# design 1

**Design 1: placement by cell class**

Drawn at 3 px/um.
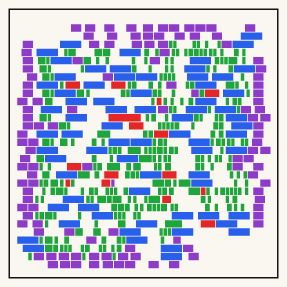
**Design 1: port wiring**

Drawn at 6 px/um.
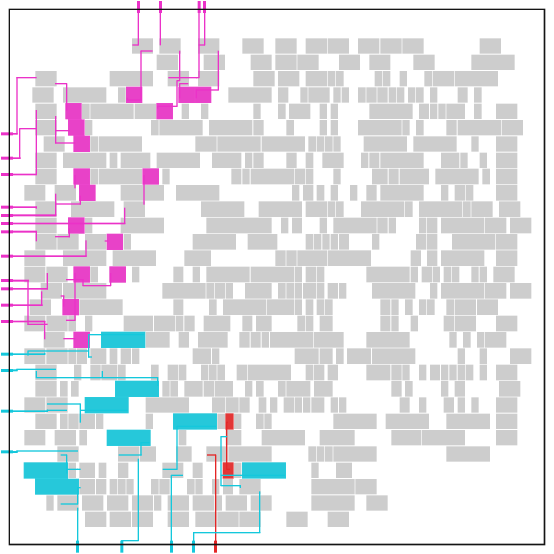
**Design 1: M3 wires**

Drawn at 4 px/um.
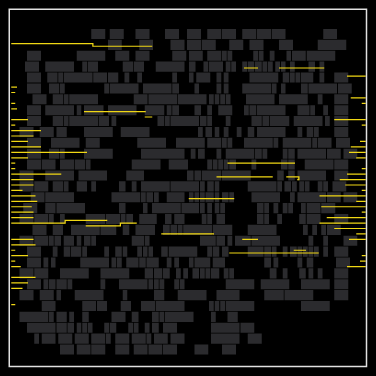
$ cat src/rtl/mem_port_arbiter_pkg.sv
// Shared definitions for the fetch / load-store memory port arbiter.
package mem_port_arbiter_pkg;

    // Defaults shared with the processor's memory interface
    localparam int ADDR_W_DEF     = 8;
    localparam int DATA_W_DEF     = 16;
    localparam int STARVE_MAX_DEF = 4;
    localparam int TIMEOUT_DEF    = 15;

    typedef enum logic [1:0] {
        ST_IDLE   = 2'd0,
        ST_ACCESS = 2'd1,
        ST_RESP   = 2'd2
    } arb_state_e;

    typedef enum logic {
        SRC_FETCH = 1'b0,
        SRC_LS    = 1'b1
    } arb_src_e;

    // Winner of one arbitration round
    typedef struct packed {
        logic     valid;
        arb_src_e src;
        logic     we;
    } arb_grant_t;

endpackage

$ cat src/rtl/mem_arb_priority.sv
// Winner select between fetch and load/store, with a saturating counter
// that forces a fetch grant after STARVE_MAX load/store grants in a row.
module mem_arb_priority
    import mem_port_arbiter_pkg::*;
#(
    parameter int STARVE_MAX = STARVE_MAX_DEF,
    parameter int CNT_W      = $clog2(STARVE_MAX + 1)
) (
    input  logic       clk,
    input  logic       rst,
    input  logic       grant_en_i,
    input  logic       fetch_req_i,
    input  logic       ls_read_req_i,
    input  logic       ls_write_req_i,
    output arb_grant_t grant_o
);

    logic [CNT_W-1:0] starve_cnt_q, starve_cnt_d;
    logic             force_fetch;

    // Combinational winner; read+write together resolves to a write
    always_comb begin
        grant_o     = '0;
        force_fetch = fetch_req_i && (starve_cnt_q == CNT_W'(STARVE_MAX));
        if (force_fetch) begin
            grant_o.valid = 1'b1;
            grant_o.src   = SRC_FETCH;
        end else if (ls_read_req_i || ls_write_req_i) begin
            grant_o.valid = 1'b1;
            grant_o.src   = SRC_LS;
            grant_o.we    = ls_write_req_i;
        end else if (fetch_req_i) begin
            grant_o.valid = 1'b1;
            grant_o.src   = SRC_FETCH;
        end
    end

    // Counter only moves on an actual grant; a waiting fetch makes it climb
    always_comb begin
        starve_cnt_d = starve_cnt_q;
        if (grant_en_i && grant_o.valid) begin
            if (grant_o.src == SRC_FETCH || !fetch_req_i)
                starve_cnt_d = '0;
            else if (starve_cnt_q != CNT_W'(STARVE_MAX))
                starve_cnt_d = starve_cnt_q + 1'b1;
        end
    end

    // Starvation counter register
    always_ff @(posedge clk) begin
        if (!rst) starve_cnt_q <= '0;
        else      starve_cnt_q <= starve_cnt_d;
    end

endmodule

$ cat src/rtl/mem_port_arbiter.sv
// Shares one single-port memory between instruction fetch and load/store.
// One transaction at a time: IDLE arbitrates, ACCESS holds the downstream
// request until ack or timeout, RESP emits the completion pulse.
module mem_port_arbiter
    import mem_port_arbiter_pkg::*;
#(
    parameter int ADDR_W     = ADDR_W_DEF,
    parameter int DATA_W     = DATA_W_DEF,
    parameter int STARVE_MAX = STARVE_MAX_DEF,
    parameter int TIMEOUT    = TIMEOUT_DEF
) (
    input  logic              clk,
    input  logic              rst,
    input  logic              fetch_req,
    input  logic [ADDR_W-1:0] fetch_addr,
    output logic [DATA_W-1:0] fetch_instr,
    output logic              fetch_valid,
    input  logic              ls_read_req,
    input  logic              ls_write_req,
    input  logic [ADDR_W-1:0] ls_addr,
    input  logic [DATA_W-1:0] ls_wdata,
    output logic [DATA_W-1:0] ls_rdata,
    output logic              ls_value_ready,
    output logic              mem_req,
    output logic              mem_we,
    output logic [ADDR_W-1:0] mem_addr,
    output logic [DATA_W-1:0] mem_wdata,
    input  logic [DATA_W-1:0] mem_rdata,
    input  logic              mem_ack,
    output logic              timeout_err
);

    localparam int TMO_W = 4;

    arb_state_e        state_q, state_d;
    arb_src_e          src_q, src_d;
    logic [TMO_W-1:0]  tmo_cnt_q, tmo_cnt_d, tmo_inc;
    logic              tmo_expire;
    logic              mem_req_q, mem_req_d;
    logic              mem_we_q, mem_we_d;
    logic [ADDR_W-1:0] mem_addr_q, mem_addr_d;
    logic [DATA_W-1:0] mem_wdata_q, mem_wdata_d;
    logic [DATA_W-1:0] fetch_instr_q, fetch_instr_d;
    logic              fetch_valid_q, fetch_valid_d;
    logic [DATA_W-1:0] ls_rdata_q, ls_rdata_d;
    logic              ls_value_ready_q, ls_value_ready_d;
    logic              timeout_err_q, timeout_err_d;
    arb_grant_t        grant;

    mem_arb_priority #(
        .STARVE_MAX (STARVE_MAX)
    ) u_prio (
        .clk            (clk),
        .rst            (rst),
        .grant_en_i     (state_q == ST_IDLE),
        .fetch_req_i    (fetch_req),
        .ls_read_req_i  (ls_read_req),
        .ls_write_req_i (ls_write_req),
        .grant_o        (grant)
    );

    // Expiry is judged on the incremented count so ACCESS lasts TIMEOUT cycles
    assign tmo_inc    = tmo_cnt_q + 1'b1;
    assign tmo_expire = (tmo_inc == TMO_W'(TIMEOUT));

    // State register
    always_ff @(posedge clk) begin
        if (!rst) state_q <= ST_IDLE;
        else      state_q <= state_d;
    end

    // Next-state logic; an ack in the expiry cycle still wins
    always_comb begin
        state_d = state_q;
        case (state_q)
            ST_IDLE:   if (grant.valid) state_d = ST_ACCESS;
            ST_ACCESS: if (mem_ack || tmo_expire) state_d = ST_RESP;
            ST_RESP:   state_d = ST_IDLE;
            default:   state_d = ST_IDLE;
        endcase
    end

    // Output / datapath next values; pulses default low, everything else holds
    always_comb begin
        src_d            = src_q;
        tmo_cnt_d        = tmo_cnt_q;
        mem_req_d        = mem_req_q;
        mem_we_d         = mem_we_q;
        mem_addr_d       = mem_addr_q;
        mem_wdata_d      = mem_wdata_q;
        fetch_instr_d    = fetch_instr_q;
        fetch_valid_d    = 1'b0;
        ls_rdata_d       = ls_rdata_q;
        ls_value_ready_d = 1'b0;
        timeout_err_d    = timeout_err_q;
        case (state_q)
            ST_IDLE: begin
                tmo_cnt_d = '0;
                if (grant.valid) begin
                    src_d     = grant.src;
                    mem_req_d = 1'b1;
                    mem_we_d  = grant.we;
                    if (grant.src == SRC_FETCH) begin
                        mem_addr_d  = fetch_addr;
                        mem_wdata_d = '0;
                    end else begin
                        mem_addr_d  = ls_addr;
                        mem_wdata_d = ls_wdata;
                    end
                end
            end
            ST_ACCESS: begin
                tmo_cnt_d = tmo_inc;
                if (mem_ack) begin
                    mem_req_d = 1'b0;
                    if (src_q == SRC_FETCH) begin
                        fetch_instr_d = mem_rdata;
                        fetch_valid_d = 1'b1;
                    end else begin
                        ls_value_ready_d = 1'b1;
                        if (!mem_we_q) ls_rdata_d = mem_rdata;
                    end
                end else if (tmo_expire) begin
                    mem_req_d     = 1'b0;
                    timeout_err_d = 1'b1;
                    if (src_q == SRC_FETCH) begin
                        fetch_instr_d = '0;
                        fetch_valid_d = 1'b1;
                    end else begin
                        ls_rdata_d       = '0;
                        ls_value_ready_d = 1'b1;
                    end
                end
            end
            default: ;
        endcase
    end

    // Datapath and output registers
    always_ff @(posedge clk) begin
        if (!rst) begin
            src_q            <= SRC_FETCH;
            tmo_cnt_q        <= '0;
            mem_req_q        <= 1'b0;
            mem_we_q         <= 1'b0;
            mem_addr_q       <= '0;
            mem_wdata_q      <= '0;
            fetch_instr_q    <= '0;
            fetch_valid_q    <= 1'b0;
            ls_rdata_q       <= '0;
            ls_value_ready_q <= 1'b0;
            timeout_err_q    <= 1'b0;
        end else begin
            src_q            <= src_d;
            tmo_cnt_q        <= tmo_cnt_d;
            mem_req_q        <= mem_req_d;
            mem_we_q         <= mem_we_d;
            mem_addr_q       <= mem_addr_d;
            mem_wdata_q      <= mem_wdata_d;
            fetch_instr_q    <= fetch_instr_d;
            fetch_valid_q    <= fetch_valid_d;
            ls_rdata_q       <= ls_rdata_d;
            ls_value_ready_q <= ls_value_ready_d;
            timeout_err_q    <= timeout_err_d;
        end
    end

    assign mem_req        = mem_req_q;
    assign mem_we         = mem_we_q;
    assign mem_addr       = mem_addr_q;
    assign mem_wdata      = mem_wdata_q;
    assign fetch_instr    = fetch_instr_q;
    assign fetch_valid    = fetch_valid_q;
    assign ls_rdata       = ls_rdata_q;
    assign ls_value_ready = ls_value_ready_q;
    assign timeout_err    = timeout_err_q;

endmodule

$ cat config.mk
export PLATFORM = sky130hd
export DESIGN_NAME = mem_port_arbiter
export DESIGN_NICKNAME = d
export VERILOG_FILES = /design/src/rtl/mem_port_arbiter_pkg.sv /design/src/rtl/mem_arb_priority.sv /design/src/rtl/mem_port_arbiter.sv
export SDC_FILE = /design/constraint.sdc
export NUM_CORES = 1
export LEC_CHECK = 0
export ABC_AREA = 1
export CAP_MARGIN = 20
export CORE_MARGIN = 2
export CORE_UTILIZATION = 40
export DETAILED_ROUTE_END_ITERATION = 16
export PLACE_DENSITY_LB_ADDON = 0.2
export RECOVER_POWER = 25
export SKIP_CTS_REPAIR_TIMING = 1
export SLEW_MARGIN = 20
export SYNTH_ARGS = -nofsm -noshare
export SYNTH_HDL_FRONTEND = slang
export SYNTH_SLANG_ARGS = --single-unit
$ cat constraint.sdc
create_clock -name clk -period 3.3 [get_ports clk]
set_input_delay 0.33 -clock clk [delete_from_list [all_inputs] [get_ports clk]]
set_output_delay 0.33 -clock clk [all_outputs]
set_load 0.02 [all_outputs]
==> deck_impl_summary.md <==
Synthesis and Place & Route Summary

Yosys
  • Most frequent cell after synthesis: nand2_1
  • Ao+oa area frac: 15.08%
  • Yosys stat area: 2888 sq um
  • Ys cells: 373

GRT
  • Routing usage on met3: 6.002%

Clock network
  • CTS root buf: clkbuf_8
  • H-tree depth: 3
  • Number of buffers created by CTS: 9

Run status
  • Outcome: completed

Layout
  • Number of non-clock buffers in the layout: 117
  • Inverters: 43
  • #MultiIn Comb: 241
  • Dominant kind of cell: registers

Place
  • IO Port Bufs: 114
  • RePlAce Congestion: 0.7341
  • Post-Place Setup Slack: 1.098 ns

Critical path
  • Slowest CP cell: inv_1

Timing
  • Final Hold Fails: 0
  • Clock skew: 0.01160 ns

Power and ir drop
  • Max power group: registers
  • Comb pwr: 372 uW
Notes on 'placement by cell class' of design 1 above:
Green marks combinational and other logic, cells 284, share of their area 33%. Purple marks remaining buffers and delay cells, cells 117, share of their area 28%. Red marks clock drivers and dummy loads, cells 15, share of their area 4.5%. Blue marks sequential cells, cells 71, share of their area 34%.

Notes on 'port wiring' of design 1 above:
Red marks `ls_write_req`, bits 1, direction input, edge bottom, end cells 2, buffers 1, wire 24.3 um. Cyan marks `mem_addr`, bits 8, direction output, edge 4 bottom, 4 left, end cells 8, buffers 8, wire 210 um. Magenta marks `ls_wdata`, bits 16, direction input, edge 12 left, 4 top, end cells 16, buffers 16, wire 262 um.

Notes on 'M3 wires' of design 1 above:
The layer holds 6.3% of the routed length. The wires run mostly horizontal.

flip-flops by register name, indices dropped and copies added, names as in the netlist:
register             flops
mem_req                  1
fetch_valid              1
mem_addr                 8
mem_we                   1
mem_wdata               16
u_prio.starve_cnt_q      3
state_q                  2
ls_value_ready           1
tmo_cnt_q                4
ls_rdata                16
fetch_instr             16
timeout_err              1
src_q                    1
worst paths after layout:
kind / end / from
setup / recovery: ls_rdata[8] / rst
hold / removal: ls_rdata[10] / ls_rdata[10]
setup reg to reg: mem_req / state_q[1]
hold reg to reg: ls_rdata[10] / ls_rdata[10]

# design 2

**Design 2: M3 wires**

Drawn at 4 px/um.
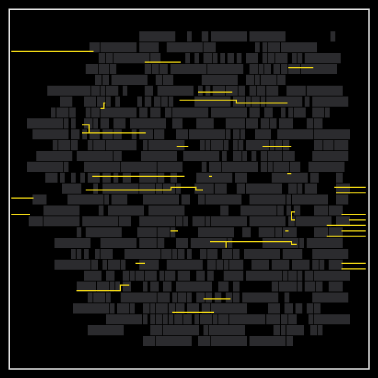
`src/rtl/rate_controller.sv`:
```
// rate_controller: debounces the front-panel buttons and steps the clock divider's rate select.
// Latency: raw press edge to change_pulse = 2 + DEBOUNCE_CYCLES + 1 + 1 clk cycles; all outputs registered.
// Backpressure: none; up/down presses seen while busy are dropped, pause is honoured in every state.
// Ports: clk, rst (async active-high); btn_up/btn_down/btn_pause raw asynchronous buttons;
//        div_sel/rate_idx divider select; run downstream gate; busy settle window; change_pulse strobe.
module rate_controller #(
   parameter int DEBOUNCE_CYCLES = 1000000,
   parameter int SETTLE_CYCLES   = 16
) (
   input  logic       clk,
   input  logic       rst,
   input  logic       btn_up,
   input  logic       btn_down,
   input  logic       btn_pause,
   output logic [2:0] div_sel,
   output logic [1:0] rate_idx,
   output logic       run,
   output logic       busy,
   output logic       change_pulse
);

   localparam int DW = $clog2(DEBOUNCE_CYCLES);
   // A single settle cycle still needs a one-bit counter.
   localparam int SW = (SETTLE_CYCLES > 1) ? $clog2(SETTLE_CYCLES) : 1;
   localparam logic [DW-1:0] DEB_LAST    = DW'(DEBOUNCE_CYCLES - 1);
   localparam logic [SW-1:0] SETTLE_LAST = SW'(SETTLE_CYCLES - 1);

   // Button lane indices inside the conditioning vectors.
   localparam int B_UP    = 0;
   localparam int B_DOWN  = 1;
   localparam int B_PAUSE = 2;

   typedef enum logic [1:0] {
      ST_IDLE   = 2'd0,
      ST_APPLY  = 2'd1,
      ST_SETTLE = 2'd2
   } state_t;

   logic [2:0]    btn_raw;
   logic [2:0]    sync1_q;
   logic [2:0]    sync2_q;
   logic [2:0]    deb_q;
   logic [2:0]    deb_d;
   logic [2:0]    deb_dly_q;
   logic [2:0]    press_q;
   logic [DW-1:0] cnt_q [3];
   logic [DW-1:0] cnt_d [3];

   state_t        state_q;
   logic [1:0]    rate_q;
   logic          run_q;
   logic          busy_q;
   logic          change_pulse_q;
   logic [SW-1:0] settle_cnt_q;

   assign btn_raw = {btn_pause, btn_down, btn_up};

   // Debounce: the synchronized level must differ from the debounced state for
   // DEBOUNCE_CYCLES consecutive cycles; any return to the old level restarts the count.
   always_comb begin
      deb_d = deb_q;
      for (int i = 0; i < 3; i++) begin
         cnt_d[i] = cnt_q[i] + 1'b1;
         if (sync2_q[i] == deb_q[i]) begin
            cnt_d[i] = '0;
         end else if (cnt_q[i] == DEB_LAST) begin
            deb_d[i] = sync2_q[i];
            cnt_d[i] = '0;
         end
      end
   end

   always_ff @(posedge clk or posedge rst) begin
      if (rst) begin
         sync1_q   <= '0;
         sync2_q   <= '0;
         deb_q     <= '0;
         deb_dly_q <= '0;
         press_q   <= '0;
         for (int i = 0; i < 3; i++) begin
            cnt_q[i] <= '0;
         end
      end else begin
         sync1_q   <= btn_raw;
         sync2_q   <= sync1_q;
         deb_q     <= deb_d;
         deb_dly_q <= deb_q;
         // Registered rising-edge detect: one pulse per debounced press, none on release.
         press_q   <= deb_q & ~deb_dly_q;
         for (int i = 0; i < 3; i++) begin
            cnt_q[i] <= cnt_d[i];
         end
      end
   end

   always_ff @(posedge clk or posedge rst) begin
      if (rst) begin
         state_q        <= ST_IDLE;
         rate_q         <= 2'd0;
         run_q          <= 1'b0;
         busy_q         <= 1'b0;
         change_pulse_q <= 1'b0;
         settle_cnt_q   <= '0;
      end else begin
         // Pause is independent of the rate sequencer.
         if (press_q[B_PAUSE]) begin
            run_q <= ~run_q;
         end
         case (state_q)
            ST_IDLE: begin
               change_pulse_q <= 1'b0;
               busy_q         <= 1'b0;
               // Simultaneous up and down cancel each other; saturation leaves the rate untouched.
               if (press_q[B_UP] && !press_q[B_DOWN] && (rate_q != 2'd3)) begin
                  rate_q         <= rate_q + 2'd1;
                  change_pulse_q <= 1'b1;
                  busy_q         <= 1'b1;
                  state_q        <= ST_APPLY;
               end else if (press_q[B_DOWN] && !press_q[B_UP] && (rate_q != 2'd0)) begin
                  rate_q         <= rate_q - 2'd1;
                  change_pulse_q <= 1'b1;
                  busy_q         <= 1'b1;
                  state_q        <= ST_APPLY;
               end
            end
            ST_APPLY: begin
               change_pulse_q <= 1'b0;
               settle_cnt_q   <= '0;
               state_q        <= ST_SETTLE;
            end
            ST_SETTLE: begin
               if (settle_cnt_q == SETTLE_LAST) begin
                  busy_q       <= 1'b0;
                  settle_cnt_q <= '0;
                  state_q      <= ST_IDLE;
               end else begin
                  settle_cnt_q <= settle_cnt_q + 1'b1;
               end
            end
            default: begin
               change_pulse_q <= 1'b0;
               busy_q         <= 1'b0;
               state_q        <= ST_IDLE;
            end
         endcase
      end
   end

   assign rate_idx     = rate_q;
   assign div_sel      = {1'b0, rate_q};
   assign run          = run_q;
   assign busy         = busy_q;
   assign change_pulse = change_pulse_q;

endmodule

```
`config.mk`:
```
export PLATFORM = sky130hd
export DESIGN_NAME = rate_controller
export DESIGN_NICKNAME = d
export VERILOG_FILES = /design/src/rtl/rate_controller.sv
export SDC_FILE = /design/constraint.sdc
export NUM_CORES = 1
export LEC_CHECK = 0
export CAP_MARGIN = 5
export CORE_MARGIN = 4
export CORE_UTILIZATION = 61
export DETAILED_ROUTE_END_ITERATION = 12
export PLACE_DENSITY = 0.83
export SYNTH_ARGS = -nofsm -noshare
export SYNTH_HDL_FRONTEND = slang
export SYNTH_SLANG_ARGS = --single-unit
```
`constraint.sdc`:
```
create_clock -name clk -period 4.6 [get_ports clk]
set_input_delay 0.69 -clock clk [delete_from_list [all_inputs] [get_ports clk]]
set_output_delay 0.69 -clock clk [all_outputs]
set_load 0.01 [all_outputs]
```
==> deck_impl_summary.md <==
Synthesis and Place & Route Summary

Run status
  • Outcome: completed

Yosys
  • Synth Warn #: 0
  • Mapped Cells: 399
  • Most frequent cells after synthesis: dfrtp_1 (86), nor2_1 (58), xnor2_1 (36), nand2_1 (24)
  • Ao+oa area frac: 7.125%
  • Avg Inst Size Synth: 10.17 sq um

Route
  • Routed len/inst: 14.65 um
  • Met3 WL post-DR: 287 um
  • WL met2: 3.708 mm

Floorplan
  • Die Size: 8018 sq um
  • Site row count: 29
  • Die Y-Extent: 89.55 um
  • Fp util: 63.52%

Layout
  • Nets: 427
  • Logic area: 1787 sq um
  • Layout Utilization: 69.14%

Run
  • Tool Warnings: 29

GRT
  • Initial antenna violation count: 0
  • Met2 layer usage reported by global route: 35.57%

Timing
  • Clock skew: 0.005431 ns
  • Final setup TNS: 0 ns
  • Final worst setup slack: 2.384 ns
  • Period utilisation layout: 48.18%

Clock network
  • Post-CTS sizing: 0

Power and ir drop
  • Max power group: registers
  • Comb pwr: 41.5 uW

Critical path
  • Worst EP required: 4.88 ns
About 'M3 wires' of design 2:
The longest straight run is 22.8 um. The layer carries 287 um of wire.
via count: 2,911
Total Wirelength: 7.252 mm
routing usage on met3: 7.189%

-- worst min-delay path by stage --
stage                           from          to  slack, ns
after floorplan           sync1_q[0]  sync2_q[0]       0.33
after global placement    sync1_q[0]  sync2_q[0]       0.33
after detailed placement  sync1_q[0]  sync2_q[0]       0.34
after CTS                 sync1_q[0]  sync2_q[0]       0.35
after global routing      sync1_q[0]  sync2_q[0]       0.36
final                     sync1_q[0]  sync2_q[0]       0.35
-- critical path, cell delays in order, from the launching register on --
cell and delay (ns):
dfrtp_1 0.37, ha_1 0.20, nand2_1 0.13, nor4_1 0.63, or4b_2 0.63, a21oi_1 0.17

# design 3

**src/rtl/evt_toggle_tx_pkg.sv**
```systemverilog
// Shared definitions for the toggle-handshake event transmitter.
// Holds the FSM encoding and the synchronizer depth floor.
package evt_toggle_tx_pkg;

    typedef enum logic {
        ST_IDLE     = 1'b0,
        ST_WAIT_ACK = 1'b1
    } state_t;

    localparam int SYNC_STAGES_MIN = 2;

    // Fewer than two flops gives no metastability settling time, so the depth is floored.
    function automatic int clamp_stages(input int n);
        return (n < SYNC_STAGES_MIN) ? SYNC_STAGES_MIN : n;
    endfunction

endpackage

```
**src/rtl/evt_toggle_tx_sync_bit.sv**
```systemverilog
// Single-bit multi-flop synchronizer for a level arriving from another clock domain.
// All flops clear on the asynchronous active-low reset.
module sync_bit #(
    parameter int STAGES = 2
) (
    input  logic clk,
    input  logic rst_n,
    input  logic d,
    output logic q
);

    (* ASYNC_REG = "TRUE" *) logic [STAGES-1:0] sync_reg;

    always_ff @(posedge clk or negedge rst_n) begin
        if (!rst_n) begin
            sync_reg <= '0;
        end else begin
            sync_reg <= {sync_reg[STAGES-2:0], d};
        end
    end

    assign q = sync_reg[STAGES-1];

endmodule

```
**src/rtl/evt_toggle_tx.sv**
```systemverilog
// Transmit side of the toggle-handshake event crossing: queues event pulses and
// launches them one at a time as req_tgl transitions, each held until ack_tgl answers.
module evt_toggle_tx
    import evt_toggle_tx_pkg::*;
#(
    parameter int CNT_W       = 4,
    parameter int SYNC_STAGES = 2
) (
    input  logic             clk,
    input  logic             rst_n,
    input  logic             set,
    input  logic             ack_tgl,
    input  logic             clr_ovf,
    output logic             req_tgl,
    output logic             busy,
    output logic [CNT_W-1:0] pending,
    output logic             overflow
);

    localparam int               STAGES   = clamp_stages(SYNC_STAGES);
    localparam logic [CNT_W-1:0] PEND_MAX = '1;

    logic             ack_s;
    logic             ack_d_reg;
    logic             ack_evt;
    state_t           state_reg;
    logic             req_reg;
    logic             ovf_reg;
    logic [CNT_W-1:0] pend_reg;
    logic [CNT_W-1:0] pend_next;
    logic             pend_nz;
    logic             launch;
    logic             take_q;
    logic             inc;
    logic             drop;

    sync_bit #(
        .STAGES(STAGES)
    ) u_ack_sync (
        .clk   (clk),
        .rst_n (rst_n),
        .d     (ack_tgl),
        .q     (ack_s)
    );

    always_ff @(posedge clk or negedge rst_n) begin
        if (!rst_n) begin
            ack_d_reg <= 1'b0;
        end else begin
            ack_d_reg <= ack_s;
        end
    end

    assign ack_evt = ack_s ^ ack_d_reg;

    // A launch prefers a queued event; only with an empty queue is this cycle's set sent directly.
    assign pend_nz = |pend_reg;
    assign launch  = (state_reg == ST_IDLE) && (pend_nz || set);
    assign take_q  = launch && pend_nz;
    assign inc     = set && !(launch && !pend_nz);
    assign drop    = inc && !take_q && (pend_reg == PEND_MAX);

    always_comb begin
        pend_next = pend_reg;
        if (inc && !take_q && !drop) begin
            pend_next = pend_reg + 1'b1;
        end else if (take_q && !inc) begin
            pend_next = pend_reg - 1'b1;
        end
    end

    always_ff @(posedge clk or negedge rst_n) begin
        if (!rst_n) begin
            state_reg <= ST_IDLE;
            req_reg   <= 1'b0;
            pend_reg  <= '0;
            ovf_reg   <= 1'b0;
        end else begin
            case (state_reg)
                ST_IDLE: begin
                    // An ack_evt seen here is stale and deliberately ignored.
                    if (launch) begin
                        req_reg   <= ~req_reg;
                        state_reg <= ST_WAIT_ACK;
                    end
                end
                ST_WAIT_ACK: begin
                    if (ack_evt) begin
                        state_reg <= ST_IDLE;
                    end
                end
                default: state_reg <= ST_IDLE;
            endcase
            pend_reg <= pend_next;
            ovf_reg  <= drop | (ovf_reg & ~clr_ovf);
        end
    end

    assign req_tgl  = req_reg;
    assign busy     = (state_reg == ST_WAIT_ACK);
    assign pending  = pend_reg;
    assign overflow = ovf_reg;

endmodule

```
**config.mk**
```make
export PLATFORM = sky130hd
export DESIGN_NAME = evt_toggle_tx
export DESIGN_NICKNAME = d
export VERILOG_FILES = /design/src/rtl/evt_toggle_tx_pkg.sv /design/src/rtl/evt_toggle_tx_sync_bit.sv /design/src/rtl/evt_toggle_tx.sv
export SDC_FILE = /design/constraint.sdc
export NUM_CORES = 1
export LEC_CHECK = 0
export CAP_MARGIN = 20
export CORE_MARGIN = 5
export CORE_UTILIZATION = 25
export CTS_BUF_LIST = sky130_fd_sc_hd__clkbuf_2
export DETAILED_ROUTE_END_ITERATION = 10
export GPL_ROUTABILITY_DRIVEN = 0
export PLACE_DENSITY_LB_ADDON = 0.15
export SKIP_LAST_GASP = 1
export SYNTH_ARGS = -nofsm -noshare
export SYNTH_HDL_FRONTEND = slang
export SYNTH_SLANG_ARGS = --single-unit
```
**constraint.sdc**
```tcl
create_clock -name clk -period 1.7 [get_ports clk]
set_input_delay 0.34 -clock clk [delete_from_list [all_inputs] [get_ports clk]]
set_output_delay 0.34 -clock clk [all_outputs]
set_load 0.03 [all_outputs]
```
==> deck_impl_summary.md <==
Synthesis and Place & Route Summary

Timing
  • Final setup viols: 1
  • Final worst setup slack: -0.01365 ns

GRT
  • Pin count of the biggest net entering global routing: 11
  • First-pass GRT wire length: 1.869 mm

Run status
  • Failing checks: negative setup slack
  • Outcome: finished, violations left

Route
  • Initial DRC count: 1
  • Post-DRT Antenna Nets: 0

Run
  • Tool Warnings: 29

Layout
  • Most common logic cells in the final layout: buf_4 (15), dfrtp_1 (6), dlygate4sd2_1 (6)
  • Layout Utilization: 46.16%

Clock network
  • H-tree depth: 1

Yosys
  • Unique masters post-synth: 18
  • Synthesized area: 455.4 sq um

Worst hold path
  • Hold path depth: 0

Critical path
  • Startpoint Class: register
## routing by layer
| metal | track usage, % | wire length, um |
|---|---|---|
| met1 | 11.67 | 439 |
| met2 | 14.46 | 515 |
| met3 | 2.849 | 82 |
| met4 | 8.936 | 58 |
| met5 | 0 | 0 |
## what timing repair did
action                     in CTS  in global routing
gates resized                  10                  4
setup endpoints to repair       7                  6
setup buffers                   9                  0
pin swaps                       5                  5
## power breakdown
part	total, uW	internal [uW]	switching [uW]
clock network	140	51.1	89.0
registers	394	335	58.9
logic	1060	546	516
total	1600	932	664
**Design 3: port wiring**

Drawn at 10 px/um.
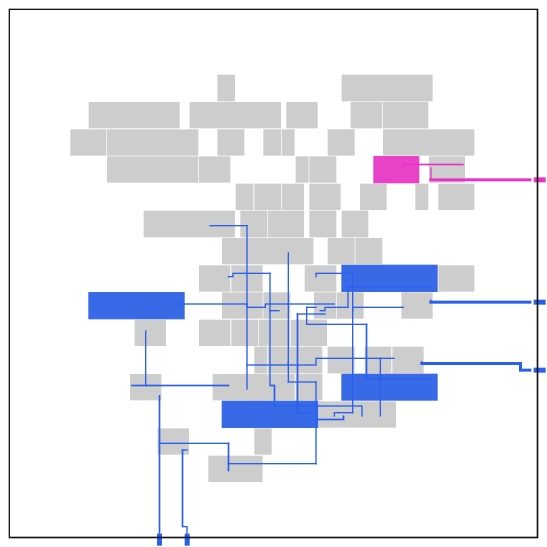
Blue marks `pending`, bits 4, direction output, edge 2 bottom, 2 right, end cells 4, buffers 8, wire 265 um. Magenta marks `clr_ovf`, bits 1, direction input, edge right, end cells 1, buffers 1, wire 17.4 um.
IO Port Bufs: 11
io pins: 12

**Design 3: clock nets**

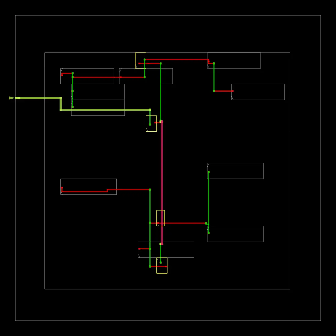
CTS Sinks: 10
number of buffers created by CTS: 3
Layout clock buffers: 3
Late-Pin Clk Latency: 0.27 ns
clock skew: 0.01260 ns


# design 4

<file path="src/rtl/lazy_summary_if.sv">
// -----------------------------------------------------------------------------
// lazy_summary_if
// Bundles the match-result inputs and the LZ-sequence summary outputs of
// lazy_summary_stage.
//   master : producer side (drives i_*, observes o_*)
//   slave  : lazy_summary_stage side (reads i_*, drives o_*)
// Inputs : i_match_done, i_match_head_ptr, i_seq_head_ptr, i_delim,
//          i_match_valid[L], i_match_len[L*MATCH_LEN_WIDTH],
//          i_offset[L*SEQ_OFFSET_BITS]
// Outputs: o_summary_done, o_seq_head_ptr, o_summary_ll, o_summary_ml,
//          o_summary_offset, o_summary_eoj, o_summary_overlap_len,
//          o_summary_delim, o_move_to_next_job, o_move_forward
// -----------------------------------------------------------------------------
interface lazy_summary_if #(
   parameter int unsigned LAZY_MATCH_LEN  = 4,
   parameter int unsigned JOB_LEN_LOG2    = 5,
   parameter int unsigned MATCH_LEN_WIDTH = 8,
   parameter int unsigned SEQ_LL_BITS     = 8,
   parameter int unsigned SEQ_ML_BITS     = 8,
   parameter int unsigned SEQ_OFFSET_BITS = 16
);
   logic                                        i_match_done;
   logic [JOB_LEN_LOG2-1:0]                     i_match_head_ptr;
   logic [JOB_LEN_LOG2-1:0]                     i_seq_head_ptr;
   logic                                        i_delim;
   logic [LAZY_MATCH_LEN-1:0]                   i_match_valid;
   logic [LAZY_MATCH_LEN*MATCH_LEN_WIDTH-1:0]   i_match_len;
   logic [LAZY_MATCH_LEN*SEQ_OFFSET_BITS-1:0]   i_offset;

   logic                                        o_summary_done;
   logic [JOB_LEN_LOG2-1:0]                     o_seq_head_ptr;
   logic [SEQ_LL_BITS-1:0]                      o_summary_ll;
   logic [SEQ_ML_BITS-1:0]                      o_summary_ml;
   logic [SEQ_OFFSET_BITS-1:0]                  o_summary_offset;
   logic                                        o_summary_eoj;
   logic [SEQ_ML_BITS-1:0]                      o_summary_overlap_len;
   logic                                        o_summary_delim;
   logic                                        o_move_to_next_job;
   logic [JOB_LEN_LOG2-1:0]                     o_move_forward;

   modport master (
      output i_match_done, i_match_head_ptr, i_seq_head_ptr, i_delim,
             i_match_valid, i_match_len, i_offset,
      input  o_summary_done, o_seq_head_ptr, o_summary_ll, o_summary_ml,
             o_summary_offset, o_summary_eoj, o_summary_overlap_len,
             o_summary_delim, o_move_to_next_job, o_move_forward
   );

   modport slave (
      input  i_match_done, i_match_head_ptr, i_seq_head_ptr, i_delim,
             i_match_valid, i_match_len, i_offset,
      output o_summary_done, o_seq_head_ptr, o_summary_ll, o_summary_ml,
             o_summary_offset, o_summary_eoj, o_summary_overlap_len,
             o_summary_delim, o_move_to_next_job, o_move_forward
   );
endinterface

</file>
<file path="src/rtl/lazy_summary_stage.sv">
// -----------------------------------------------------------------------------
// lazy_summary_stage
// Two-stage lazy-match arbiter. Stage 1 scores every candidate position
// (gain = 4*len - flog2(offset) - index); stage 2 picks the eligible candidate
// with the highest gain (lowest index on ties) and forms one LZ sequence plus
// the sequence-head advance. Latency is 2 cycles, a new result every cycle.
//   clk  : clock
//   rst  : synchronous, active-high reset
//   bus  : lazy_summary_if.slave (match inputs in, summary outputs out)
// -----------------------------------------------------------------------------
module lazy_summary_stage #(
   parameter int unsigned LAZY_MATCH_LEN  = 4,
   parameter int unsigned JOB_LEN_LOG2    = 5,
   parameter int unsigned MATCH_LEN_WIDTH = 8,
   parameter int unsigned SEQ_LL_BITS     = 8,
   parameter int unsigned SEQ_ML_BITS     = 8,
   parameter int unsigned SEQ_OFFSET_BITS = 16
) (
   input  logic            clk,
   input  logic            rst,
   lazy_summary_if.slave   bus
);
   localparam int unsigned L       = LAZY_MATCH_LEN;
   localparam int unsigned MW      = MATCH_LEN_WIDTH;
   localparam int unsigned OW      = SEQ_OFFSET_BITS;
   localparam int unsigned JW      = JOB_LEN_LOG2;
   localparam int unsigned GW      = MATCH_LEN_WIDTH + 3;
   localparam int unsigned PW      = JOB_LEN_LOG2 + 1;
   localparam int unsigned EW      = JOB_LEN_LOG2 + MATCH_LEN_WIDTH + 1;
   localparam int unsigned FW      = (OW > 1) ? $clog2(OW) : 1;
   localparam int unsigned KW      = (L > 1) ? $clog2(L) : 1;
   localparam int unsigned JOB_LEN = 1 << JOB_LEN_LOG2;

   // Index of the highest set bit; 0 and 1 both map to 0.
   function automatic logic [FW-1:0] flog2(input logic [OW-1:0] v);
      flog2 = '0;
      for (int unsigned b = 0; b < OW; b++) begin
         if (v[b]) flog2 = FW'(b);
      end
   endfunction

   // Lowest-index priority selector: one-hot of the lowest set bit.
   function automatic logic [L-1:0] prio_lowest(input logic [L-1:0] v);
      logic found;
      prio_lowest = '0;
      found       = 1'b0;
      for (int unsigned b = 0; b < L; b++) begin
         if (v[b] && !found) begin
            prio_lowest[b] = 1'b1;
            found          = 1'b1;
         end
      end
   endfunction

   // ---------------------------------------------------------------- stage 1
   logic                 [MW-1:0] w_len  [L];
   logic                 [OW-1:0] w_off  [L];
   logic signed          [GW-1:0] w_gain [L];

   always_comb begin
      for (int unsigned i = 0; i < L; i++) begin
         w_len[i]  = bus.i_match_len[i*MW +: MW];
         w_off[i]  = bus.i_offset[i*OW +: OW];
         // Arithmetic is mod 2^GW; the signed view gives the true gain.
         w_gain[i] = {1'b0, w_len[i], 2'b00} - GW'(flog2(w_off[i])) - GW'(i);
      end
   end

   logic                 r_s1_valid;
   logic [JW-1:0]        r_s1_mhead;
   logic [JW-1:0]        r_s1_shead;
   logic                 r_s1_delim;
   logic [L-1:0]         r_s1_vmask;
   logic signed [GW-1:0] r_s1_gain [L];
   logic [MW-1:0]        r_s1_len  [L];
   logic [OW-1:0]        r_s1_off  [L];

   always_ff @(posedge clk) begin
      if (rst) begin
         r_s1_valid <= 1'b0;
         r_s1_mhead <= '0;
         r_s1_shead <= '0;
         r_s1_delim <= 1'b0;
         r_s1_vmask <= '0;
         for (int unsigned i = 0; i < L; i++) begin
            r_s1_gain[i] <= '0;
            r_s1_len[i]  <= '0;
            r_s1_off[i]  <= '0;
         end
      end else begin
         r_s1_valid <= bus.i_match_done;
         r_s1_mhead <= bus.i_match_head_ptr;
         r_s1_shead <= bus.i_seq_head_ptr;
         r_s1_delim <= bus.i_delim;
         r_s1_vmask <= bus.i_match_valid;
         for (int unsigned i = 0; i < L; i++) begin
            r_s1_gain[i] <= w_gain[i];
            r_s1_len[i]  <= w_len[i];
            r_s1_off[i]  <= w_off[i];
         end
      end
   end

   // ---------------------------------------------------------------- stage 2
   logic [L-1:0]          w_win;
   logic [L-1:0]          w_sel;
   logic [KW-1:0]         w_k;
   logic [MW-1:0]         w_len_k;
   logic [OW-1:0]         w_off_k;
   logic [PW-1:0]         w_pos;
   logic [EW-1:0]         w_end;
   logic [SEQ_LL_BITS-1:0] w_ll;
   logic [SEQ_ML_BITS-1:0] w_ml;
   logic [OW-1:0]         w_offv;
   logic                  w_eoj;
   logic [SEQ_ML_BITS-1:0] w_ovl;
   logic [JW-1:0]         w_mf;

   always_comb begin
      // A candidate wins when eligible and no eligible candidate beats it.
      w_win = '0;
      for (int unsigned i = 0; i < L; i++) begin
         w_win[i] = r_s1_vmask[i];
         for (int unsigned j = 0; j < L; j++) begin
            if (r_s1_vmask[j] && (r_s1_gain[j] > r_s1_gain[i])) w_win[i] = 1'b0;
         end
      end
      w_sel = prio_lowest(w_win);

      // One-hot OR mux for payloads and the selected index.
      w_len_k = '0;
      w_off_k = '0;
      w_k     = '0;
      for (int unsigned i = 0; i < L; i++) begin
         w_len_k = w_len_k | (r_s1_len[i] & {MW{w_sel[i]}});
         w_off_k = w_off_k | (r_s1_off[i] & {OW{w_sel[i]}});
         w_k     = w_k     | (KW'(i)      & {KW{w_sel[i]}});
      end

      w_pos = PW'(r_s1_mhead) + PW'(w_k);
      w_end = EW'(w_pos) + EW'(w_len_k);

      if (|r_s1_vmask) begin
         w_ll   = SEQ_LL_BITS'(w_pos) - SEQ_LL_BITS'(r_s1_shead);
         w_ml   = SEQ_ML_BITS'(w_len_k);
         w_offv = w_off_k;
         w_eoj  = (w_end >= EW'(JOB_LEN));
         w_ovl  = w_eoj ? SEQ_ML_BITS'(w_end - EW'(JOB_LEN)) : '0;
      end else begin
         // Literal fallback: consume one more literal at the match head.
         w_ll   = SEQ_LL_BITS'(r_s1_mhead) - SEQ_LL_BITS'(r_s1_shead) + SEQ_LL_BITS'(1);
         w_ml   = '0;
         w_offv = '0;
         w_eoj  = (r_s1_mhead == JW'(JOB_LEN - 1));
         w_ovl  = '0;
      end
      w_mf = JW'(w_ll) + JW'(w_ml);
   end

   logic                   r_done;
   logic [JW-1:0]          r_shead;
   logic [SEQ_LL_BITS-1:0] r_ll;
   logic [SEQ_ML_BITS-1:0] r_ml;
   logic [OW-1:0]          r_off;
   logic                   r_eoj;
   logic [SEQ_ML_BITS-1:0] r_ovl;
   logic                   r_delim;
   logic [JW-1:0]          r_mf;

   always_ff @(posedge clk) begin
      if (rst) begin
         r_done  <= 1'b0;
         r_shead <= '0;
         r_ll    <= '0;
         r_ml    <= '0;
         r_off   <= '0;
         r_eoj   <= 1'b0;
         r_ovl   <= '0;
         r_delim <= 1'b0;
         r_mf    <= '0;
      end else begin
         r_done  <= r_s1_valid;
         r_shead <= r_s1_shead;
         r_ll    <= w_ll;
         r_ml    <= w_ml;
         r_off   <= w_offv;
         r_eoj   <= w_eoj;
         r_ovl   <= w_ovl;
         r_delim <= r_s1_delim & w_eoj;
         r_mf    <= w_mf;
      end
   end

   assign bus.o_summary_done        = r_done;
   assign bus.o_seq_head_ptr        = r_shead;
   assign bus.o_summary_ll          = r_ll;
   assign bus.o_summary_ml          = r_ml;
   assign bus.o_summary_offset      = r_off;
   assign bus.o_summary_eoj         = r_eoj;
   assign bus.o_summary_overlap_len = r_ovl;
   assign bus.o_summary_delim       = r_delim;
   assign bus.o_move_to_next_job    = r_eoj;
   assign bus.o_move_forward        = r_mf;

endmodule

</file>
<file path="src/flat_wrapper.sv">
// flat-port wrapper written by rule: the top's interface ports become plain ports
module lazy_summary_stage_flat 
#(
   parameter int unsigned LAZY_MATCH_LEN  = 4,
   parameter int unsigned JOB_LEN_LOG2    = 5,
   parameter int unsigned MATCH_LEN_WIDTH = 8,
   parameter int unsigned SEQ_LL_BITS     = 8,
   parameter int unsigned SEQ_ML_BITS     = 8,
   parameter int unsigned SEQ_OFFSET_BITS = 16
)
  (clk, rst, bus_i_match_done, bus_i_match_head_ptr, bus_i_seq_head_ptr, bus_i_delim, bus_i_match_valid, bus_i_match_len, bus_i_offset, bus_o_summary_done, bus_o_seq_head_ptr, bus_o_summary_ll, bus_o_summary_ml, bus_o_summary_offset, bus_o_summary_eoj, bus_o_summary_overlap_len, bus_o_summary_delim, bus_o_move_to_next_job, bus_o_move_forward);
  lazy_summary_if #(.LAZY_MATCH_LEN(LAZY_MATCH_LEN), .JOB_LEN_LOG2(JOB_LEN_LOG2), .MATCH_LEN_WIDTH(MATCH_LEN_WIDTH), .SEQ_LL_BITS(SEQ_LL_BITS), .SEQ_ML_BITS(SEQ_ML_BITS), .SEQ_OFFSET_BITS(SEQ_OFFSET_BITS)) bus_i ();
  input  logic clk;
  input  logic rst;
  input wire logic [$bits(bus_i.i_match_done)-1:0] bus_i_match_done;
  input wire logic [$bits(bus_i.i_match_head_ptr)-1:0] bus_i_match_head_ptr;
  input wire logic [$bits(bus_i.i_seq_head_ptr)-1:0] bus_i_seq_head_ptr;
  input wire logic [$bits(bus_i.i_delim)-1:0] bus_i_delim;
  input wire logic [$bits(bus_i.i_match_valid)-1:0] bus_i_match_valid;
  input wire logic [$bits(bus_i.i_match_len)-1:0] bus_i_match_len;
  input wire logic [$bits(bus_i.i_offset)-1:0] bus_i_offset;
  output wire logic [$bits(bus_i.o_summary_done)-1:0] bus_o_summary_done;
  output wire logic [$bits(bus_i.o_seq_head_ptr)-1:0] bus_o_seq_head_ptr;
  output wire logic [$bits(bus_i.o_summary_ll)-1:0] bus_o_summary_ll;
  output wire logic [$bits(bus_i.o_summary_ml)-1:0] bus_o_summary_ml;
  output wire logic [$bits(bus_i.o_summary_offset)-1:0] bus_o_summary_offset;
  output wire logic [$bits(bus_i.o_summary_eoj)-1:0] bus_o_summary_eoj;
  output wire logic [$bits(bus_i.o_summary_overlap_len)-1:0] bus_o_summary_overlap_len;
  output wire logic [$bits(bus_i.o_summary_delim)-1:0] bus_o_summary_delim;
  output wire logic [$bits(bus_i.o_move_to_next_job)-1:0] bus_o_move_to_next_job;
  output wire logic [$bits(bus_i.o_move_forward)-1:0] bus_o_move_forward;
  assign bus_i.i_match_done = bus_i_match_done;
  assign bus_i.i_match_head_ptr = bus_i_match_head_ptr;
  assign bus_i.i_seq_head_ptr = bus_i_seq_head_ptr;
  assign bus_i.i_delim = bus_i_delim;
  assign bus_i.i_match_valid = bus_i_match_valid;
  assign bus_i.i_match_len = bus_i_match_len;
  assign bus_i.i_offset = bus_i_offset;
  assign bus_o_summary_done = bus_i.o_summary_done;
  assign bus_o_seq_head_ptr = bus_i.o_seq_head_ptr;
  assign bus_o_summary_ll = bus_i.o_summary_ll;
  assign bus_o_summary_ml = bus_i.o_summary_ml;
  assign bus_o_summary_offset = bus_i.o_summary_offset;
  assign bus_o_summary_eoj = bus_i.o_summary_eoj;
  assign bus_o_summary_overlap_len = bus_i.o_summary_overlap_len;
  assign bus_o_summary_delim = bus_i.o_summary_delim;
  assign bus_o_move_to_next_job = bus_i.o_move_to_next_job;
  assign bus_o_move_forward = bus_i.o_move_forward;
  lazy_summary_stage #(.LAZY_MATCH_LEN(LAZY_MATCH_LEN), .JOB_LEN_LOG2(JOB_LEN_LOG2), .MATCH_LEN_WIDTH(MATCH_LEN_WIDTH), .SEQ_LL_BITS(SEQ_LL_BITS), .SEQ_ML_BITS(SEQ_ML_BITS), .SEQ_OFFSET_BITS(SEQ_OFFSET_BITS)) u_core (.clk(clk), .rst(rst), .bus(bus_i));
endmodule
</file>
<file path="config.mk">
export PLATFORM = sky130hd
export DESIGN_NAME = lazy_summary_stage_flat
export DESIGN_NICKNAME = d
export VERILOG_FILES = /design/src/rtl/lazy_summary_if.sv /design/src/rtl/lazy_summary_stage.sv /design/src/flat_wrapper.sv
export SDC_FILE = /design/constraint.sdc
export NUM_CORES = 1
export LEC_CHECK = 0
export ABC_CLOCK_PERIOD_IN_PS = 13900
export CAP_MARGIN = 10
export CORE_ASPECT_RATIO = 1.75
export CORE_MARGIN = 2
export CORE_UTILIZATION = 45
export DETAILED_ROUTE_END_ITERATION = 10
export PLACE_DENSITY = 0.79
export SYNTH_ARGS = -nofsm -noshare
export SYNTH_HDL_FRONTEND = slang
export SYNTH_SLANG_ARGS = --single-unit
</file>
<file path="constraint.sdc">
create_clock -name clk -period 13.9 [get_ports clk]
set_input_delay 2.085 -clock clk [delete_from_list [all_inputs] [get_ports clk]]
set_output_delay 2.085 -clock clk [all_outputs]
set_load 0.02 [all_outputs]
</file>
**Design 4: port wiring**

Drawn at 3 px/um.
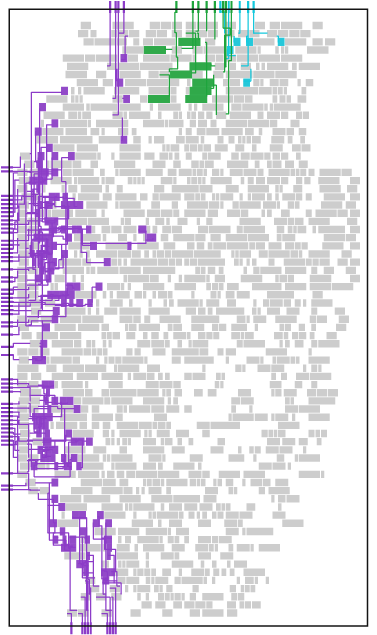
Purple marks `bus_i_offset`, bits 64, direction input, edge 51 left, 9 bottom, 4 top, end cells 138, buffers 64, wire 2,220 um. Cyan marks `bus_i_seq_head_ptr`, bits 5, direction input, edge top, end cells 5, buffers 5, wire 84.7 um. Green marks `bus_o_summary_overlap_len`, bits 8, direction output, edge top, end cells 8, buffers 8, wire 216 um.

==> deck_impl_summary.md <==
Synthesis and Place & Route Summary

Timing
  • Period utilisation layout: 44.51%

Run status
  • Outcome: completed

Critical path
  • WS Path Type: register to register
  • Slowest CP cell: nor2_1

Clock network
  • CTS root buf: clkbuf_16
  • Hold_buf cts: 0
  • Post-CTS Setup Bufs: 0

GRT
  • Gr busiest metal: met2

Layout
  • Max reg flops: 64
  • Data buffer area share: 13.09%

Yosys
  • Yosys reg bits: 209
  • Post-synthesis adder-cell area fraction: 14.29%

Worst hold path
  • Hold_sp: u_core.r_s1_valid
  • Worst hold endpoint: u_core.bus.o_summary_done

Route
  • Initial DRC count: 387

Power and ir drop
  • Pint: 1163 uW

Place
  • Post-placement cell count: 1,572
  • Post-Place Setup Slack: 7.779 ns
  • HPWL Detailed: 23.79 mm

Floorplan
  • Io pins: 168
==> per-layer routing <==
metal	vias to the layer above	wire, um
li1	4245	-
met1	3954	10960
met2	244	15550
met3	80	1080
met4	0	1920
met5	-	0
==> metrics by stage <==
step / hold slack [ns] / utilization, % / total power [uW]
2_1_floorplan: 0.4138 / - / 905.6
3_3_place_gp: 0.4186 / 54.24 / 1045
3_5_place_dp: 0.4289 / 54.24 / 1050
4_1_cts: 0.4455 / 57.31 / 1635
5_1_grt: 0.4619 / 57.32 / 1700
6_report: 0.4427 / 57.32 / 1627

# design 5

**Design 5: placement by cell class**

Drawn at 4 px/um.
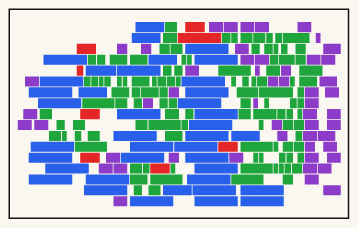
### config.mk
export PLATFORM = sky130hd
export DESIGN_NAME = pc_sequencer
export DESIGN_NICKNAME = d
export VERILOG_FILES = /design/src/rtl/pc_seq_pkg.sv /design/src/rtl/return_stack.sv /design/src/rtl/pc_sequencer.sv
export SDC_FILE = /design/constraint.sdc
export NUM_CORES = 1
export LEC_CHECK = 0
export CAP_MARGIN = 5
export CORE_ASPECT_RATIO = 0.6
export CORE_MARGIN = 1.5
export CORE_UTILIZATION = 51
export CTS_CLUSTER_DIAMETER = 30
export DETAILED_ROUTE_END_ITERATION = 12
export PLACE_DENSITY = 0.91
export RECOVER_POWER = 50
export SLEW_MARGIN = 5
export SYNTH_ARGS = -nofsm -noshare
export SYNTH_HDL_FRONTEND = slang
export SYNTH_HIERARCHICAL = 1
export SYNTH_SLANG_ARGS = --single-unit
### constraint.sdc
create_clock -name clk -period 3.3 [get_ports clk]
set_input_delay 0.66 -clock clk [delete_from_list [all_inputs] [get_ports clk]]
set_output_delay 0.66 -clock clk [all_outputs]
set_load 0.01 [all_outputs]
### src/rtl/pc_seq_pkg.sv
// Shared constants for the PC sequencer: address/stack sizing, op classes and FSM state codes.
package pc_seq_pkg;

  localparam int unsigned AW          = 8;
  localparam int unsigned STACK_DEPTH = 4;
  localparam int unsigned SP_W        = 3;

  typedef enum logic [1:0] {
    S_FETCH   = 2'd0,
    S_DECODE  = 2'd1,
    S_EXECUTE = 2'd2,
    S_HALT    = 2'd3
  } state_t;

  localparam logic [2:0] OP_SEQ  = 3'd0;
  localparam logic [2:0] OP_JMP  = 3'd1;
  localparam logic [2:0] OP_CALL = 3'd2;
  localparam logic [2:0] OP_RET  = 3'd3;
  localparam logic [2:0] OP_BRZ  = 3'd4;
  localparam logic [2:0] OP_HALT = 3'd5;

endpackage

### src/rtl/return_stack.sv
// Hardware return-address LIFO; only the pointer is reset, pop data is valid combinationally.
module return_stack
  import pc_seq_pkg::*;
(
  input  logic          clk,
  input  logic          reset,
  input  logic          push,
  input  logic          pop,
  input  logic [AW-1:0] din,
  output logic [AW-1:0] dout,
  output logic          full,
  output logic          empty
);

  localparam int unsigned IDX_W = $clog2(STACK_DEPTH);

  logic [AW-1:0]   mem [STACK_DEPTH];
  logic [SP_W-1:0] sp;
  logic [SP_W-1:0] sp_m1;

  assign full  = (sp == SP_W'(STACK_DEPTH));
  assign empty = (sp == '0);
  assign sp_m1 = sp - SP_W'(1);
  assign dout  = mem[sp_m1[IDX_W-1:0]];

  always_ff @(posedge clk) begin
    if (reset) begin
      sp <= '0;
    end else if (push && !full) begin
      mem[sp[IDX_W-1:0]] <= din;
      sp                 <= sp + SP_W'(1);
    end else if (pop && !empty) begin
      sp <= sp_m1;
    end
  end

endmodule

### src/rtl/pc_sequencer.sv
// Fetch/decode/execute sequencer driving the PC register's increment/load controls,
// with jump, zero-flag branch and call/return handling through a hardware return stack.
module pc_sequencer
  import pc_seq_pkg::*;
(
  input  logic          clk,
  input  logic          reset,
  input  logic [AW-1:0] pc,
  input  logic          instr_valid,
  input  logic [2:0]    op_class,
  input  logic [AW-1:0] target,
  input  logic          zero_flag,
  input  logic          stall,
  output logic          ir_load,
  output logic          en_PC,
  output logic          load_en,
  output logic [AW-1:0] load,
  output logic          halted,
  output logic          stack_ovf,
  output logic          stack_unf,
  output logic [1:0]    state
);

  state_t        state_q;
  state_t        state_d;
  logic          push;
  logic          pop;
  logic          set_ovf;
  logic          set_unf;
  logic          stk_full;
  logic          stk_empty;
  logic [AW-1:0] stk_dout;
  logic [AW-1:0] ret_addr;

  assign ret_addr = pc + AW'(1);
  assign state    = state_q;
  assign halted   = (state_q == S_HALT);

  return_stack u_stack (
    .clk   (clk),
    .reset (reset),
    .push  (push),
    .pop   (pop),
    .din   (ret_addr),
    .dout  (stk_dout),
    .full  (stk_full),
    .empty (stk_empty)
  );

  // Next state and strobe decode; everything is forced idle while reset is held.
  always_comb begin
    state_d = state_q;
    ir_load = 1'b0;
    en_PC   = 1'b0;
    load_en = 1'b0;
    load    = '0;
    push    = 1'b0;
    pop     = 1'b0;
    set_ovf = 1'b0;
    set_unf = 1'b0;
    if (!reset) begin
      case (state_q)
        S_FETCH: begin
          if (instr_valid) begin
            ir_load = 1'b1;
            state_d = S_DECODE;
          end
        end
        S_DECODE: state_d = S_EXECUTE;
        S_EXECUTE: begin
          if (!stall) begin
            state_d = S_FETCH;
            case (op_class)
              OP_SEQ: en_PC = 1'b1;
              OP_JMP: begin
                load_en = 1'b1;
                load    = target;
              end
              OP_BRZ: begin
                if (zero_flag) begin
                  load_en = 1'b1;
                  load    = target;
                end else begin
                  en_PC = 1'b1;
                end
              end
              OP_CALL: begin
                if (!stk_full) begin
                  push    = 1'b1;
                  load_en = 1'b1;
                  load    = target;
                end else begin
                  set_ovf = 1'b1;
                  en_PC   = 1'b1;
                end
              end
              OP_RET: begin
                if (!stk_empty) begin
                  pop     = 1'b1;
                  load_en = 1'b1;
                  load    = stk_dout;
                end else begin
                  set_unf = 1'b1;
                  en_PC   = 1'b1;
                end
              end
              OP_HALT: state_d = S_HALT;
              default: en_PC = 1'b1;
            endcase
          end
        end
        S_HALT: state_d = S_HALT;
        default: state_d = S_FETCH;
      endcase
    end
  end

  always_ff @(posedge clk) begin
    if (reset) begin
      state_q   <= S_FETCH;
      stack_ovf <= 1'b0;
      stack_unf <= 1'b0;
    end else begin
      state_q <= state_d;
      if (set_ovf) stack_ovf <= 1'b1;
      if (set_unf) stack_unf <= 1'b1;
    end
  end

endmodule

==> deck_impl_summary.md <==
Synthesis and Place & Route Summary

Layout
  • Inverters: 6
  • Logic area: 883.3 sq um
  • Share of cells above drive strength 1: 18.75%
  • Final Non-Filler Cells: 255
  • Flop share of the area: 41.30%
  • Multi-input gate share of total cell area: 33.10%

Place
  • RePlAce Congestion: 0.8188
  • Post-placement cell count: 242
  • Post-Place Setup Slack: -0.03707 ns

Run
  • Tool Warnings: 30

GRT
  • Initial antenna violation count: 0
  • First-pass GRT wire length: 7.189 mm
  • GRT Resource Usage Total: 23.51%
  • Met2 layer usage reported by global route: 39.20%

Run status
  • Outcome: completed

Yosys
  • Syn nets: 184
  • Number of enable flip-flop cells: 32

Critical path
  • Worst r2r src: state[0]
  • Slowest CP cell: clkdlybuf4s50_1

Worst hold path
  • Worst hold path type: register to register

Timing
  • Final setup TNS: 0 ns

Power and ir drop
  • Worst IR Drop VDD: 234.8 uV

Floorplan
  • Die Y-Extent: 51.88 um

Route
  • DRC: 0
About 'placement by cell class' of design 5:
Red marks clock drivers and dummy loads, cells 8, share of their area 4.5%. Purple marks remaining buffers and delay cells, cells 52, share of their area 19%. Blue marks sequential cells, cells 39, share of their area 42%. Green marks combinational and other logic, cells 109, share of their area 35%.

## registers in the layout, summed over array words and instances (netlist names)
| signal | cells |
|---|---|
| u_stack/sp | 3 |
| stack_unf | 1 |
| u_stack/mem | 32 |
| stack_ovf | 1 |
| state | 2 |
## per-layer routing
layer	up-vias	wire length [um]
met5	-	0
li1	702	-
met3	12	410
met4	0	107
met2	78	2288
met1	726	1969
## logic make-up after synthesis
family                     synth area share [%]
AOI/OAI and AO/OA                         10.84
xor gates and xnor gates                  2.588
adders and majority gates                 4.313
buffers and inverters                     3.512
DFF                                       54.22
muxes                                     8.872
and+or+nand+nor                           15.65


==> screenshots <==
Clock nets.
shot_01.png
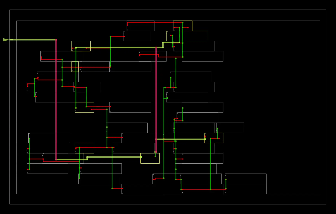
shot_02.png
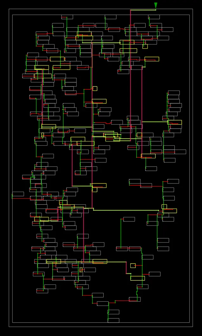
shot_03.png
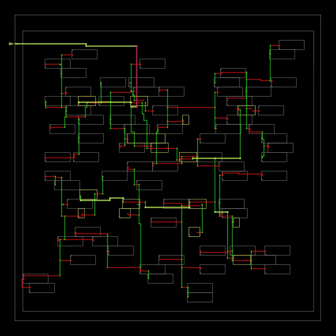
Of these, most sequential cells: shot_02.png
Of these, fewest clock buffers: shot_01.png
shot_01.png is design 5.
shot_02.png is design 4.
shot_03.png is design 1.

Power and IR drop assume default switching activity.
